# ---- fiber_rx_deser ----
Fig. 1: fiber_rx_deser, cells coloured by class
Fill, decap, tap and diode cells in grey.
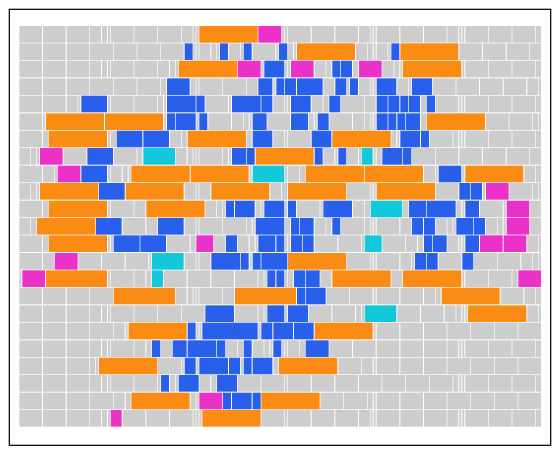

--- src/rtl/fiber_pkg.sv ---
// Shared definitions for the fiber receive deserializer: frame width,
// receiver FSM encoding and the counter-width helper.
package fiber_pkg;

   localparam int unsigned DATA_BITS_SIZES = 5;

   typedef enum logic [1:0] {
      ST_IDLE  = 2'd0,
      ST_START = 2'd1,
      ST_DATA  = 2'd2,
      ST_STOP  = 2'd3
   } rx_state_t;

   // Bits needed to hold max_value, never fewer than min_bits.
   function automatic int unsigned cnt_width(input int unsigned max_value,
                                             input int unsigned min_bits);
      int unsigned w;
      w = 1;
      while ((64'd1 << w) <= 64'(max_value)) w++;
      return (w < min_bits) ? min_bits : w;
   endfunction

endpackage

--- src/rtl/fiber_in_sync.sv ---
// Two-flop synchronizer for the raw fiber line plus a registered
// falling-edge detect on the synchronized value. Idle level is high.
module fiber_in_sync (
   input  logic clk,
   input  logic rst_n,
   input  logic fiber_in,
   output logic rx_s,
   output logic rx_fall
);

   logic meta;
   logic sync;
   logic sync_d;

   always_ff @(posedge clk or negedge rst_n) begin
      if (!rst_n) begin
         meta   <= 1'b1;
         sync   <= 1'b1;
         sync_d <= 1'b1;
      end else begin
         meta   <= fiber_in;
         sync   <= meta;
         sync_d <= sync;
      end
   end

   assign rx_s    = sync;
   assign rx_fall = sync_d & ~sync;

endmodule

--- src/rtl/fiber_rx_deser.sv ---
// Fiber line receiver: start/data/stop framing with centre sampling,
// stop-bit error counting and a microsecond link-loss timer.
module fiber_rx_deser #(
   parameter int unsigned DATA_BITS_SIZES = fiber_pkg::DATA_BITS_SIZES,
   parameter int unsigned BIT_CLKS        = 50,
   parameter int unsigned LINK_TIMEOUT_US = 1000
) (
   input  logic                       clk,
   input  logic                       rst_n,
   input  logic                       time_1us,
   input  logic                       fiber_in,
   input  logic                       reset_unit,
   output logic [DATA_BITS_SIZES-1:0] rx_data_syn,
   output logic                       end_flag,
   output logic                       frame_err,
   output logic [3:0]                 frame_err_cnt,
   output logic                       link_lost
);

   import fiber_pkg::*;

   localparam int unsigned CNT_W = cnt_width(BIT_CLKS - 1, 1);
   localparam int unsigned BIT_W = cnt_width(DATA_BITS_SIZES, 1);
   localparam int unsigned LT_W  = cnt_width(LINK_TIMEOUT_US, 10);

   localparam logic [CNT_W-1:0] HALF_LAST = CNT_W'(BIT_CLKS / 2 - 1);
   localparam logic [CNT_W-1:0] BIT_LAST  = CNT_W'(BIT_CLKS - 1);
   localparam logic [BIT_W-1:0] LAST_BIT  = BIT_W'(DATA_BITS_SIZES - 1);
   localparam logic [LT_W-1:0]  LT_MAX    = LT_W'(LINK_TIMEOUT_US);
   localparam logic [LT_W-1:0]  LT_PRE    = LT_W'(LINK_TIMEOUT_US - 1);

   logic                       rx_s;
   logic                       rx_fall;
   rx_state_t                  state;
   rx_state_t                  state_next;
   logic [CNT_W-1:0]           clk_cnt;
   logic [BIT_W-1:0]           bit_cnt;
   logic [DATA_BITS_SIZES-1:0] shreg;
   logic [LT_W-1:0]            link_timer;
   logic                       cnt_clr;
   logic                       data_tick;
   logic                       stop_tick;
   logic                       good_frame;
   logic                       bad_frame;

   fiber_in_sync u_sync (
      .clk      (clk),
      .rst_n    (rst_n),
      .fiber_in (fiber_in),
      .rx_s     (rx_s),
      .rx_fall  (rx_fall)
   );

   always_ff @(posedge clk or negedge rst_n) begin
      if (!rst_n) state <= ST_IDLE;
      else        state <= state_next;
   end

   always_comb begin
      state_next = state;
      cnt_clr    = 1'b0;
      data_tick  = 1'b0;
      stop_tick  = 1'b0;
      case (state)
         ST_IDLE: begin
            cnt_clr = 1'b1;
            if (rx_fall) state_next = ST_START;
         end
         ST_START: begin
            // Line must still be low at mid start bit, otherwise it was a glitch.
            if (clk_cnt == HALF_LAST) begin
               cnt_clr    = 1'b1;
               state_next = rx_s ? ST_IDLE : ST_DATA;
            end
         end
         ST_DATA: begin
            if (clk_cnt == BIT_LAST) begin
               cnt_clr   = 1'b1;
               data_tick = 1'b1;
               if (bit_cnt == LAST_BIT) state_next = ST_STOP;
            end
         end
         ST_STOP: begin
            if (clk_cnt == BIT_LAST) begin
               cnt_clr    = 1'b1;
               stop_tick  = 1'b1;
               state_next = ST_IDLE;
            end
         end
         default: state_next = ST_IDLE;
      endcase
   end

   assign good_frame = stop_tick & rx_s;
   assign bad_frame  = stop_tick & ~rx_s;

   always_ff @(posedge clk or negedge rst_n) begin
      if (!rst_n) begin
         clk_cnt <= '0;
         bit_cnt <= '0;
         shreg   <= '0;
      end else begin
         clk_cnt <= cnt_clr ? '0 : clk_cnt + 1'b1;
         if (state != ST_DATA) bit_cnt <= '0;
         else if (data_tick)   bit_cnt <= bit_cnt + 1'b1;
         if (data_tick) shreg <= {shreg[DATA_BITS_SIZES-2:0], rx_s};
      end
   end

   always_ff @(posedge clk or negedge rst_n) begin
      if (!rst_n) begin
         rx_data_syn   <= '0;
         end_flag      <= 1'b0;
         frame_err     <= 1'b0;
         frame_err_cnt <= '0;
      end else begin
         end_flag  <= good_frame;
         frame_err <= bad_frame;
         if (good_frame) rx_data_syn <= shreg;
         if (reset_unit)                            frame_err_cnt <= '0;
         else if (bad_frame && frame_err_cnt != '1) frame_err_cnt <= frame_err_cnt + 1'b1;
      end
   end

   // Timer clears on the stop sample so link_lost is already low when end_flag shows.
   always_ff @(posedge clk or negedge rst_n) begin
      if (!rst_n) begin
         link_timer <= '0;
         link_lost  <= 1'b0;
      end else if (reset_unit || good_frame) begin
         link_timer <= '0;
         link_lost  <= 1'b0;
      end else if (time_1us && link_timer != LT_MAX) begin
         link_timer <= link_timer + 1'b1;
         if (link_timer == LT_PRE) link_lost <= 1'b1;
      end
   end

endmodule

--- config.mk ---
export PLATFORM = sky130hd
export DESIGN_NAME = fiber_rx_deser
export DESIGN_NICKNAME = d
export VERILOG_FILES = /design/src/rtl/fiber_pkg.sv /design/src/rtl/fiber_in_sync.sv /design/src/rtl/fiber_rx_deser.sv
export SDC_FILE = /design/constraint.sdc
export NUM_CORES = 1
export LEC_CHECK = 0
export CORE_ASPECT_RATIO = 0.8
export CORE_UTILIZATION = 35
export DETAILED_ROUTE_END_ITERATION = 8
export HOLD_SLACK_MARGIN = 0.02
export PLACE_DENSITY = 0.62
export SLEW_MARGIN = 20
export SYNTH_ARGS = -nofsm -noshare
export SYNTH_HDL_FRONTEND = slang
export SYNTH_SLANG_ARGS = --single-unit
export TNS_END_PERCENT = 1
--- constraint.sdc ---
create_clock -name clk -period 2.67 [get_ports clk]
set_input_delay 0.534 -clock clk [delete_from_list [all_inputs] [get_ports clk]]
set_output_delay 0.534 -clock clk [all_outputs]
set_load 0.01 [all_outputs]
# ---- cdec_mem_bridge ----
File: config.mk
export PLATFORM = sky130hd
export DESIGN_NAME = cdec_mem_bridge
export DESIGN_NICKNAME = d
export VERILOG_FILES = /design/src/rtl/cdec_pkg.sv /design/src/rtl/cdec_bridge_timer.sv /design/src/rtl/cdec_mem_bridge.sv
export SDC_FILE = /design/constraint.sdc
export NUM_CORES = 1
export LEC_CHECK = 0
export CAP_MARGIN = 10
export CORE_UTILIZATION = 39
export DETAILED_ROUTE_END_ITERATION = 8
export GPL_TIMING_DRIVEN = 0
export PLACE_DENSITY = 0.86
export SLEW_MARGIN = 20
export SYNTH_ARGS = -nofsm -noshare
export SYNTH_HDL_FRONTEND = slang
export SYNTH_SLANG_ARGS = --single-unit
File: constraint.sdc
create_clock -name clock -period 1.8 [get_ports clock]
set_input_delay 0.27 -clock clock [delete_from_list [all_inputs] [get_ports clock]]
set_output_delay 0.27 -clock clock [all_outputs]
set_load 0.01 [all_outputs]
File: src/rtl/cdec_pkg.sv
// Shared encodings for the CDEC memory bridge: mmrw field, bridge states,
// error fill data and the timer width helper.
package cdec_pkg;

    typedef enum logic [1:0] {
        MMRW_IDLE = 2'b00,
        MMRW_WR   = 2'b01,
        MMRW_RD   = 2'b10,
        MMRW_RSV  = 2'b11
    } mmrw_e;

    typedef enum logic [1:0] {
        IDLE,
        WAIT,
        ACCESS,
        DONE
    } state_e;

    // Returned to the core on a timed-out read; sliced to DATA_W.
    localparam logic [63:0] ERR_DATA = '1;

    function automatic int timer_w(input int wait_cyc, input int timeout);
        int m;
        m = (wait_cyc > timeout) ? wait_cyc : timeout;
        return (m < 2) ? 1 : $clog2(m + 1);
    endfunction

endpackage

File: src/rtl/cdec_bridge_timer.sv
// Loadable down-counter shared by the WAIT and ACCESS phases of the bridge.
// Load wins over enable; the count parks at zero.
module cdec_bridge_timer #(
    parameter int W = 4
) (
    input  logic         clock,
    input  logic         reset_N,
    input  logic         load,
    input  logic [W-1:0] load_val,
    input  logic         en,
    output logic         zero
);

    logic [W-1:0] cnt_q, cnt_d;

    always_comb begin
        cnt_d = cnt_q;
        if (load)
            cnt_d = load_val;
        else if (en && (cnt_q != '0))
            cnt_d = cnt_q - 1'b1;
    end

    always_ff @(posedge clock or negedge reset_N) begin
        if (!reset_N) cnt_q <= '0;
        else          cnt_q <= cnt_d;
    end

    assign zero = (cnt_q == '0);

endmodule

File: src/rtl/cdec_mem_bridge.sv
// Handshaked read/write sequencer between the CDEC core mmrw field and a
// variable-latency memory. Define CDEC_MEMBRIDGE_ACCCNT_EN for access counters.
module cdec_mem_bridge
    import cdec_pkg::*;
#(
    parameter int DATA_W   = 8,
    parameter int ADDR_W   = 8,
    parameter int WAIT_CYC = 0,
    parameter int TIMEOUT  = 15
) (
    input  logic              clock,
    input  logic              reset_N,
    input  logic [1:0]        core_mmrw,
    input  logic [ADDR_W-1:0] core_adrs,
    input  logic [DATA_W-1:0] core_wdata,
    output logic [DATA_W-1:0] core_rdata,
    output logic              core_stall,
    input  logic              endseq,
    output logic [ADDR_W-1:0] mem_adrs,
    output logic [DATA_W-1:0] mem_wdata,
    input  logic [DATA_W-1:0] mem_rdata,
    output logic              mem_wr_en,
    output logic              mem_rd_en,
    input  logic              mem_ready,
    output logic              bus_err
`ifdef CDEC_MEMBRIDGE_ACCCNT_EN
    ,
    output logic [15:0]       rd_count,
    output logic [15:0]       wr_count
`endif
);

    localparam int TW      = timer_w(WAIT_CYC, TIMEOUT);
    localparam int WAIT_LD = (WAIT_CYC > 0) ? WAIT_CYC - 1 : 0;
    localparam int TO_LD   = TIMEOUT - 1;

    state_e              state_q, state_d;
    mmrw_e               op_q, op_d;
    logic [ADDR_W-1:0]   mem_adrs_q, mem_adrs_d;
    logic [DATA_W-1:0]   mem_wdata_q, mem_wdata_d;
    logic [DATA_W-1:0]   core_rdata_q, core_rdata_d;
    logic                mem_rd_en_q, mem_rd_en_d;
    logic                mem_wr_en_q, mem_wr_en_d;
    logic                bus_err_q, bus_err_d;
    logic                tmr_load, tmr_en, tmr_zero;
    logic [TW-1:0]       tmr_val;
    logic                req;

    assign req        = ((core_mmrw == MMRW_WR) || (core_mmrw == MMRW_RD)) && !endseq;
    assign core_stall = req && (state_q != DONE);

    cdec_bridge_timer #(.W(TW)) u_timer (
        .clock    (clock),
        .reset_N  (reset_N),
        .load     (tmr_load),
        .load_val (tmr_val),
        .en       (tmr_en),
        .zero     (tmr_zero)
    );

    always_comb begin
        state_d      = state_q;
        op_d         = op_q;
        mem_adrs_d   = mem_adrs_q;
        mem_wdata_d  = mem_wdata_q;
        core_rdata_d = core_rdata_q;
        mem_rd_en_d  = 1'b0;
        mem_wr_en_d  = 1'b0;
        bus_err_d    = bus_err_q;
        tmr_load     = 1'b0;
        tmr_val      = '0;
        tmr_en       = 1'b0;
        case (state_q)
            IDLE: begin
                if (req) begin
                    mem_adrs_d  = core_adrs;
                    mem_wdata_d = core_wdata;
                    op_d        = mmrw_e'(core_mmrw);
                    tmr_load    = 1'b1;
                    if (WAIT_CYC > 0) begin
                        state_d = WAIT;
                        tmr_val = TW'(WAIT_LD);
                    end else begin
                        state_d     = ACCESS;
                        tmr_val     = TW'(TO_LD);
                        mem_rd_en_d = (core_mmrw == MMRW_RD);
                        mem_wr_en_d = (core_mmrw == MMRW_WR);
                    end
                end else if ((core_mmrw == MMRW_RSV) && !endseq) begin
                    bus_err_d = 1'b1;
                end
            end
            WAIT: begin
                if (tmr_zero) begin
                    state_d     = ACCESS;
                    tmr_load    = 1'b1;
                    tmr_val     = TW'(TO_LD);
                    mem_rd_en_d = (op_q == MMRW_RD);
                    mem_wr_en_d = (op_q == MMRW_WR);
                end else begin
                    tmr_en = 1'b1;
                end
            end
            ACCESS: begin
                // A ready on the last permitted cycle still completes cleanly.
                if (mem_ready) begin
                    if (op_q == MMRW_RD) core_rdata_d = mem_rdata;
                    state_d = DONE;
                end else if (tmr_zero) begin
                    bus_err_d = 1'b1;
                    if (op_q == MMRW_RD) core_rdata_d = ERR_DATA[DATA_W-1:0];
                    state_d = DONE;
                end else begin
                    tmr_en      = 1'b1;
                    mem_rd_en_d = (op_q == MMRW_RD);
                    mem_wr_en_d = (op_q == MMRW_WR);
                end
            end
            DONE: state_d = IDLE;
            default: state_d = IDLE;
        endcase
    end

    always_ff @(posedge clock or negedge reset_N) begin
        if (!reset_N) begin
            state_q      <= IDLE;
            op_q         <= MMRW_IDLE;
            mem_adrs_q   <= '0;
            mem_wdata_q  <= '0;
            core_rdata_q <= '0;
            mem_rd_en_q  <= 1'b0;
            mem_wr_en_q  <= 1'b0;
            bus_err_q    <= 1'b0;
        end else begin
            state_q      <= state_d;
            op_q         <= op_d;
            mem_adrs_q   <= mem_adrs_d;
            mem_wdata_q  <= mem_wdata_d;
            core_rdata_q <= core_rdata_d;
            mem_rd_en_q  <= mem_rd_en_d;
            mem_wr_en_q  <= mem_wr_en_d;
            bus_err_q    <= bus_err_d;
        end
    end

    assign core_rdata = core_rdata_q;
    assign mem_adrs   = mem_adrs_q;
    assign mem_wdata  = mem_wdata_q;
    assign mem_rd_en  = mem_rd_en_q;
    assign mem_wr_en  = mem_wr_en_q;
    assign bus_err    = bus_err_q;

`ifdef CDEC_MEMBRIDGE_ACCCNT_EN
    logic [15:0] rd_count_q, rd_count_d;
    logic [15:0] wr_count_q, wr_count_d;
    logic        ok_done;

    // Counted on the completing ACCESS cycle so the new value is visible in DONE.
    assign ok_done = (state_q == ACCESS) && mem_ready;

    always_comb begin
        rd_count_d = rd_count_q;
        wr_count_d = wr_count_q;
        if (ok_done && (op_q == MMRW_RD) && (rd_count_q != 16'hFFFF))
            rd_count_d = rd_count_q + 16'd1;
        if (ok_done && (op_q == MMRW_WR) && (wr_count_q != 16'hFFFF))
            wr_count_d = wr_count_q + 16'd1;
    end

    always_ff @(posedge clock or negedge reset_N) begin
        if (!reset_N) begin
            rd_count_q <= '0;
            wr_count_q <= '0;
        end else begin
            rd_count_q <= rd_count_d;
            wr_count_q <= wr_count_d;
        end
    end

    assign rd_count = rd_count_q;
    assign wr_count = wr_count_q;
`endif

endmodule

# ---- door_code_sender ----
$ cat config.mk
export PLATFORM = sky130hd
export DESIGN_NAME = door_code_sender
export DESIGN_NICKNAME = d
export VERILOG_FILES = /design/src/rtl/door_code_sender.sv
export SDC_FILE = /design/constraint.sdc
export NUM_CORES = 1
export LEC_CHECK = 0
export ABC_AREA = 0
export ABC_CLOCK_PERIOD_IN_PS = 2400
export CAP_MARGIN = 15
export CORE_MARGIN = 2
export CORE_UTILIZATION = 35
export CTS_BUF_LIST = sky130_fd_sc_hd__clkbuf_4 sky130_fd_sc_hd__clkbuf_8 sky130_fd_sc_hd__clkbuf_16
export DETAILED_ROUTE_END_ITERATION = 7
export PLACE_DENSITY_LB_ADDON = 0.15
export SLEW_MARGIN = 20
export SYNTH_ARGS = -nofsm -noshare
export SYNTH_HDL_FRONTEND = slang
export SYNTH_SLANG_ARGS = --single-unit
export TNS_END_PERCENT = 20
$ cat constraint.sdc
create_clock -name clk -period 2.4 [get_ports clk]
set_input_delay 0.36 -clock clk [delete_from_list [all_inputs] [get_ports clk]]
set_output_delay 0.36 -clock clk [all_outputs]
set_load 0.01 [all_outputs]
$ cat src/rtl/door_code_sender.sv
// door_code_sender: bit-serial code transmitter for the door lock controller.
// Parks the lock in reset while idle, shifts a parallel code out MSB first,
// waits for the lock's unlock/error response and tracks consecutive failures.
// Optional feature macro: DOOR_SENDER_LOCKOUT_EN enables the LOCKOUT state
// that blocks new attempts for LOCKOUT_CYC cycles after MAX_TRIES failures.
module door_code_sender #(
    parameter int unsigned CODE_W       = 4,
    parameter int unsigned MAX_TRIES    = 3,
    parameter int unsigned LOCKOUT_CYC  = 64,
    parameter int unsigned RESP_TIMEOUT = 16
) (
    input  logic                               clk,
    input  logic                               reset_n,
    input  logic                               start,
    input  logic [CODE_W-1:0]                  code,
    output logic                               ready,
    output logic                               lock_reset,
    output logic                               out,
    input  logic                               unlock,
    input  logic                               error,
    output logic                               done,
    output logic                               granted,
    output logic                               denied,
    output logic                               timeout,
    output logic                               locked_out,
    output logic [$clog2(MAX_TRIES+1)-1:0]     fail_cnt
);

    localparam int unsigned FAIL_W    = $clog2(MAX_TRIES + 1);
    localparam int unsigned CNT_TOP_A = (CODE_W > RESP_TIMEOUT) ? CODE_W : RESP_TIMEOUT;
    localparam int unsigned CNT_TOP   = (LOCKOUT_CYC > CNT_TOP_A) ? LOCKOUT_CYC : CNT_TOP_A;
    localparam int unsigned CNT_W     = $clog2(CNT_TOP + 1);

    typedef enum logic [2:0] {
        S_IDLE,
        S_SYNC,
        S_GAP,
        S_SHIFT,
`ifdef DOOR_SENDER_LOCKOUT_EN
        S_WAIT,
        S_LOCKOUT
`else
        S_WAIT
`endif
    } state_t;

    state_t              r_state;
    logic [CODE_W-1:0]   r_sr;
    logic [CNT_W-1:0]    r_cnt;
    logic                r_fin;
    logic                r_ready;
    logic                r_lock_reset;
    logic                r_out;
    logic                r_done;
    logic                r_granted;
    logic                r_denied;
    logic                r_timeout;
    logic [FAIL_W-1:0]   r_fail_cnt;
    logic                w_fail_sat;

    assign w_fail_sat = (r_fail_cnt == FAIL_W'(MAX_TRIES));

    assign ready      = r_ready;
    assign lock_reset = r_lock_reset;
    assign out        = r_out;
    assign done       = r_done;
    assign granted    = r_granted;
    assign denied     = r_denied;
    assign timeout    = r_timeout;
    assign fail_cnt   = r_fail_cnt;

`ifdef DOOR_SENDER_LOCKOUT_EN
    logic r_locked_out;
    assign locked_out = r_locked_out;
`else
    assign locked_out = 1'b0;
`endif

    // Attempt sequencer: state, shift register, counters and registered outputs.
    always_ff @(posedge clk or negedge reset_n) begin
        if (!reset_n) begin
            r_state      <= S_IDLE;
            r_sr         <= '0;
            r_cnt        <= '0;
            r_fin        <= 1'b0;
            r_ready      <= 1'b1;
            r_lock_reset <= 1'b1;
            r_out        <= 1'b0;
            r_done       <= 1'b0;
            r_granted    <= 1'b0;
            r_denied     <= 1'b0;
            r_timeout    <= 1'b0;
            r_fail_cnt   <= '0;
`ifdef DOOR_SENDER_LOCKOUT_EN
            r_locked_out <= 1'b0;
`endif
        end else begin
            case (r_state)
                S_IDLE: begin
                    r_lock_reset <= 1'b1;
                    r_out        <= 1'b0;
                    if (start) begin
                        r_sr    <= code;
                        r_ready <= 1'b0;
                        r_state <= S_SYNC;
                    end
                end

                S_SYNC: begin
                    r_lock_reset <= 1'b0;
                    r_out        <= 1'b0;
                    r_state      <= S_GAP;
                end

                S_GAP: begin
                    r_out   <= r_sr[CODE_W-1];
                    r_sr    <= r_sr << 1;
                    r_cnt   <= '0;
                    r_state <= S_SHIFT;
                end

                S_SHIFT: begin
                    if (r_cnt == CNT_W'(CODE_W - 1)) begin
                        r_out   <= 1'b0;
                        r_cnt   <= '0;
                        r_fin   <= 1'b0;
                        r_state <= S_WAIT;
                    end else begin
                        r_out <= r_sr[CODE_W-1];
                        r_sr  <= r_sr << 1;
                        r_cnt <= r_cnt + CNT_W'(1);
                    end
                end

                S_WAIT: begin
                    r_out <= 1'b0;
                    if (r_fin) begin
                        // done cycle: clear result flags and leave the attempt
                        r_fin     <= 1'b0;
                        r_done    <= 1'b0;
                        r_granted <= 1'b0;
                        r_denied  <= 1'b0;
                        r_timeout <= 1'b0;
`ifdef DOOR_SENDER_LOCKOUT_EN
                        if (w_fail_sat) begin
                            r_cnt        <= '0;
                            r_locked_out <= 1'b1;
                            r_state      <= S_LOCKOUT;
                        end else
`endif
                        begin
                            r_ready <= 1'b1;
                            r_state <= S_IDLE;
                        end
                    end else if (unlock || error) begin
                        // error dominates when both responses are raised
                        r_fin        <= 1'b1;
                        r_done       <= 1'b1;
                        r_lock_reset <= 1'b1;
                        r_granted    <= ~error;
                        r_denied     <= error;
                        if (!error) begin
                            r_fail_cnt <= '0;
                        end else if (!w_fail_sat) begin
                            r_fail_cnt <= r_fail_cnt + FAIL_W'(1);
                        end
                    end else if (r_cnt == CNT_W'(RESP_TIMEOUT - 1)) begin
                        r_fin        <= 1'b1;
                        r_done       <= 1'b1;
                        r_lock_reset <= 1'b1;
                        r_timeout    <= 1'b1;
                        if (!w_fail_sat) begin
                            r_fail_cnt <= r_fail_cnt + FAIL_W'(1);
                        end
                    end else begin
                        r_cnt <= r_cnt + CNT_W'(1);
                    end
                end

`ifdef DOOR_SENDER_LOCKOUT_EN
                S_LOCKOUT: begin
                    r_lock_reset <= 1'b1;
                    if (r_cnt == CNT_W'(LOCKOUT_CYC - 1)) begin
                        r_cnt        <= '0;
                        r_fail_cnt   <= '0;
                        r_locked_out <= 1'b0;
                        r_ready      <= 1'b1;
                        r_state      <= S_IDLE;
                    end else begin
                        r_cnt <= r_cnt + CNT_W'(1);
                    end
                end
`endif

                default: begin
                    r_ready      <= 1'b1;
                    r_lock_reset <= 1'b1;
                    r_out        <= 1'b0;
                    r_state      <= S_IDLE;
                end
            endcase
        end
    end

endmodule


==> notes/layouts.md <==
Pictures saved along the way, in no particular order.

Routed clock nets over the placement.
picture 1
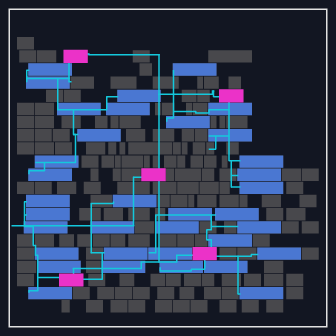
picture 2
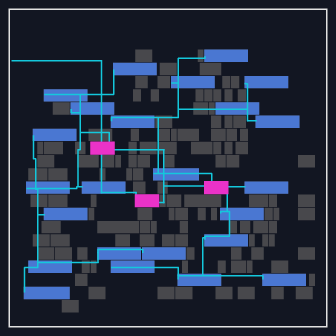
picture 3
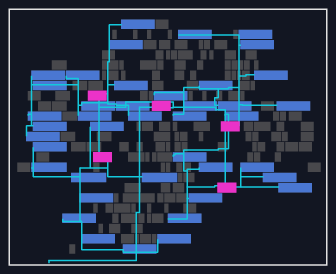
picture 1 -> cdec_mem_bridge
picture 3 -> fiber_rx_deser
picture 2 -> door_code_sender
- fewest sequential cells: picture 2

Key to picture 3:
[cyan] clock wires | length: 535 um
[blue] flip-flops | count: 41
[magenta] clock-net drivers | count: 5
flops lie: widely spread

Fig. 2: fiber_rx_deser, clock routing
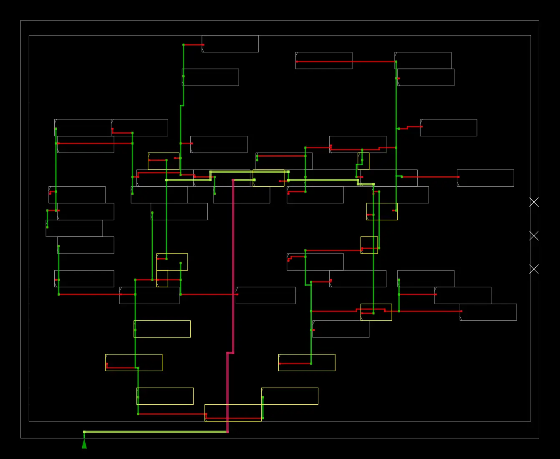
clk_skew: 0.00480 ns
Seq cells: 41
clock sinks: 41
total CTS buffers: 5
layout clock buffer count: 5

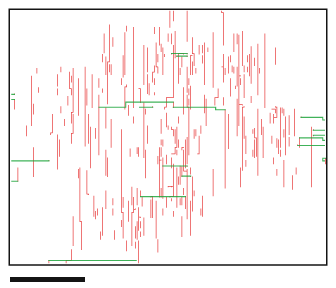
Fig. 3. Routed metal, one colour a layer (fiber_rx_deser).
Bar = 20 um. Two of the layers only.
[red] M2 | wire length: 1,350 um
[green] M3 | wire length: 132 um
vias: 1,270
Post-Route WL: 3.22 mm
global-route usage over all layers: 13.0%
WL/cell: 12.8 um

About Fig. 1:
[magenta] remaining buffers and delay cells | cells: 17
[blue] remaining logic cells | cells: 124
[orange] registers | cells: 41
[cyan] clock drivers and dummy loads | cells: 8
Finished Core Util: 43.2%
Core Footprint: 5090 sq um
design area: 2200 sq um
sequential portion of the cell area: 46.8%
row count: 23

==> impl_metrics.yaml, fiber_rx_deser <==
# yosys + openroad results
layout:
  clk_share_pct: 3.92
  ff_latch_area_sq_um: 1030
  insertedDiodeCount: 0
final_timing:
  totalNegativeSetupSlack_ns: 0
  worst_slack_ns: 0.598
  setup-violations-final: 0
  grt_setup_unrepaired: "false"
placement:
  place.detailed.instances: 244
  hpwlAfterDp_mm: 2.21
  port-buffer-count: 16
clocking:
  cts.htree.levels: 2
  clockBufferDepth: 2
pwr:
  power-top-group: "sequential cells"
  clk-power_uw: 393
route:
  detail-route-antenna-nets: 0
  highest-signal-layer: "met4"
  drt_drc_violations_left: 6
synthesis:
  syn_avg_cell_area_sq_um: 11.2
  ys_cells: 168
  post_synthesis_sequential_area_ratio_pct: 54.5
  post_synth_and_or_nand_nor_area_fraction_pct: 18.5
  synth_top_cell_by_area: "dfrtp_1"
outcome:
  violations: "design-rule violations"
  outcome: "finished with violations"
floorplanning:
  die_h_um: 67.7
critical_path:
  cp-endpoint: "link_timer[5]"
fiber_rx_deser: state kept, by name, indices dropped and copies added, names as in the netlist, 3 cells and up, named ones only:
| name | count |
|---|---|
| link_timer | 10 |
| clk_cnt | 6 |
| rx_data_syn | 5 |
| shreg | 5 |
| frame_err_cnt | 4 |
| bit_cnt | 3 |
fiber_rx_deser: worst register-to-register path, stage by stage, from the launching register on:
cell and delay [ns]:
dfrtp_1 0.40, inv_1 0.09, ha_1 0.19, nand4b_4 0.17, nor4_2 0.67, or2_2 0.36, nor2_1 0.08
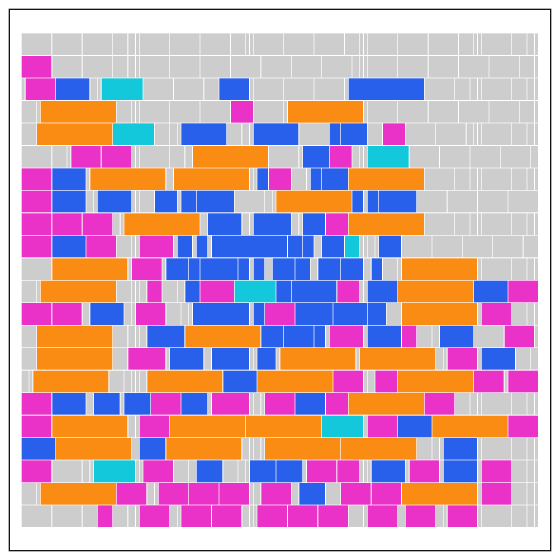
Fig. 4. Cells coloured by class (cdec_mem_bridge).
Fill, decap, tap and diode cells in grey.
[magenta] remaining buffers and delay cells | cells: 70
[orange] registers | cells: 35
[cyan] clock drivers and dummy loads | cells: 7
[blue] remaining logic cells | cells: 78
Finished Core Util: 64.6%
Core Footprint: 3740 sq um

==> impl_metrics.yaml, cdec_mem_bridge <==
# yosys + openroad results
critical_path:
  cp.depth: 6
  timing.critical_path.fanout_max: 5
placement:
  port-buffer-count: 57
  dpl-instance-area_sq_um: 2190
global_route:
  antenna_found_initial: 0
  grt_pass1_wl_mm: 5.90
synthesis:
  ff_type: "dfrtp_1"
  synth_top_cell_by_area: "dfrtp_1"
  mappedNetlistNets: 154
pwr:
  total_leakage_power_nw: 1.07
  post-layout-total-power_mw: 3.80
layout:
  sequential_cell_total: 35
  signal_buffers: 70
job:
  warnings: 34
route:
  vias: 1196
outcome:
  outcome: "completed"
final_timing:
  worst_slack_ns: 0.0311
-- cdec_mem_bridge: power breakdown --
| part | total (mW) | leakage (nW) | internal, mW | switching [mW] |
|---|---|---|---|---|
| Sequential | 1.39 | 0.412 | 1.16 | 0.229 |
| Clock | 0.563 | 0.0470 | 0.299 | 0.264 |
| Combinational | 1.85 | 0.610 | 1.11 | 0.742 |
| Total | 3.80 | 1.07 | 2.56 | 1.23 |
-- cdec_mem_bridge: metal layers --
layer	routed length [um]	GRT usage [%]	vias to the layer above
li1	-	-	561
met1	1430	19.0	598
met2	2050	34.7	33
met3	210	8.16	4
met4	42	6.79	0
met5	0	0	-
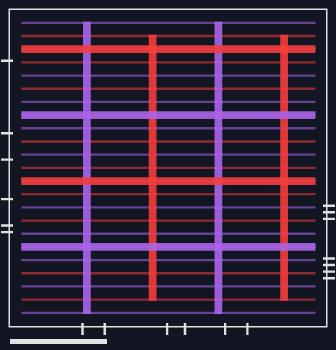
Fig. 5. Supply network (door_code_sender).
Bar = 20 um. Pins as bars on the die edge.
[red] VDD
[purple] VSS
met4 straps: 4
met5 straps: 4
met1 rails: 23
rows: 22
signal pins: 19
vertical die size: 65.2 um
Core Footprint: 3630 sq um
die outline width: 65.2 um
Worst IR Drop VDD: 551 uV

==> impl_metrics.yaml, door_code_sender <==
# yosys + openroad results
outcome:
  outcome: "completed"
synthesis:
  synthTopCellsByArea: "dfrtp_1 (42%), mux2_2 (5.2%), dfstp_2 (4.0%)"
  ys_cells: 126
  synthesis.yosys.warnings: 0
  synthAdderAreaFrac_pct: 0.954
  asyncSetResetFlopFracSynth_pct: 100
  number_of_unique_standard_cell_types_used_by_synthesis: 46
  synth.mux.area_fraction_pct: 7.44
placement:
  dpl-instance-area_sq_um: 1520
  hpwlAfterDp_mm: 1.91
  globalplace.congestion: 0.791
final_timing:
  grt_setup_unrepaired: "false"
  skew_ns: 0.00610
layout:
  drive_above_1_share_pct: 17.4
  dominant_cells: "combinational gates"
  buf_share_pct: 11.7
  layout.comb_gates.multi_input: 89
global_route:
  global_route.overflow_total: 0
  gr-usage-all-layers_pct: 13.6
  grt_busiest_layer: "met2"
critical_path:
  critical_path.startpoint: "r_cnt[0]"
  endpoint_kind: "flip-flop"
pwr:
  clk-power_uw: 283
  net-switching-power_uw: 470
floorplanning:
  floorplan.die_area_sq_um: 4250
route:
  highest-signal-layer: "met4"
  drt_drc_violations_left: 0
  route.layer.met1.wl_mm: 1.30
door_code_sender: worst max-delay path: stages, from the launching register on:
cell     delay (ns)
dfrtp_1        0.42
ha_1           0.23
nor3b_2        0.25
nand3_1        0.17
a22oi_2        0.32
mux2_2         0.37
door_code_sender: placed cells by master, fill, tap and decap left out, drive strengths merged, types with 2 or more instances in the layout:
master and instances:
a211oi 3, nand2 3, nor2b 2, o21a 3
dfrtp 22, nor2 9, clkbuf 4, a21oi 9
o211ai 4, or2b 2, o21bai 3, buf 2
clkdlybuf4s50 17, nand3 7, mux2 6, o21ai 9
o22ai 2, dfstp 2, mux2i 3, nand2b 3
inv 8

Power and IR drop assume default switching activity.
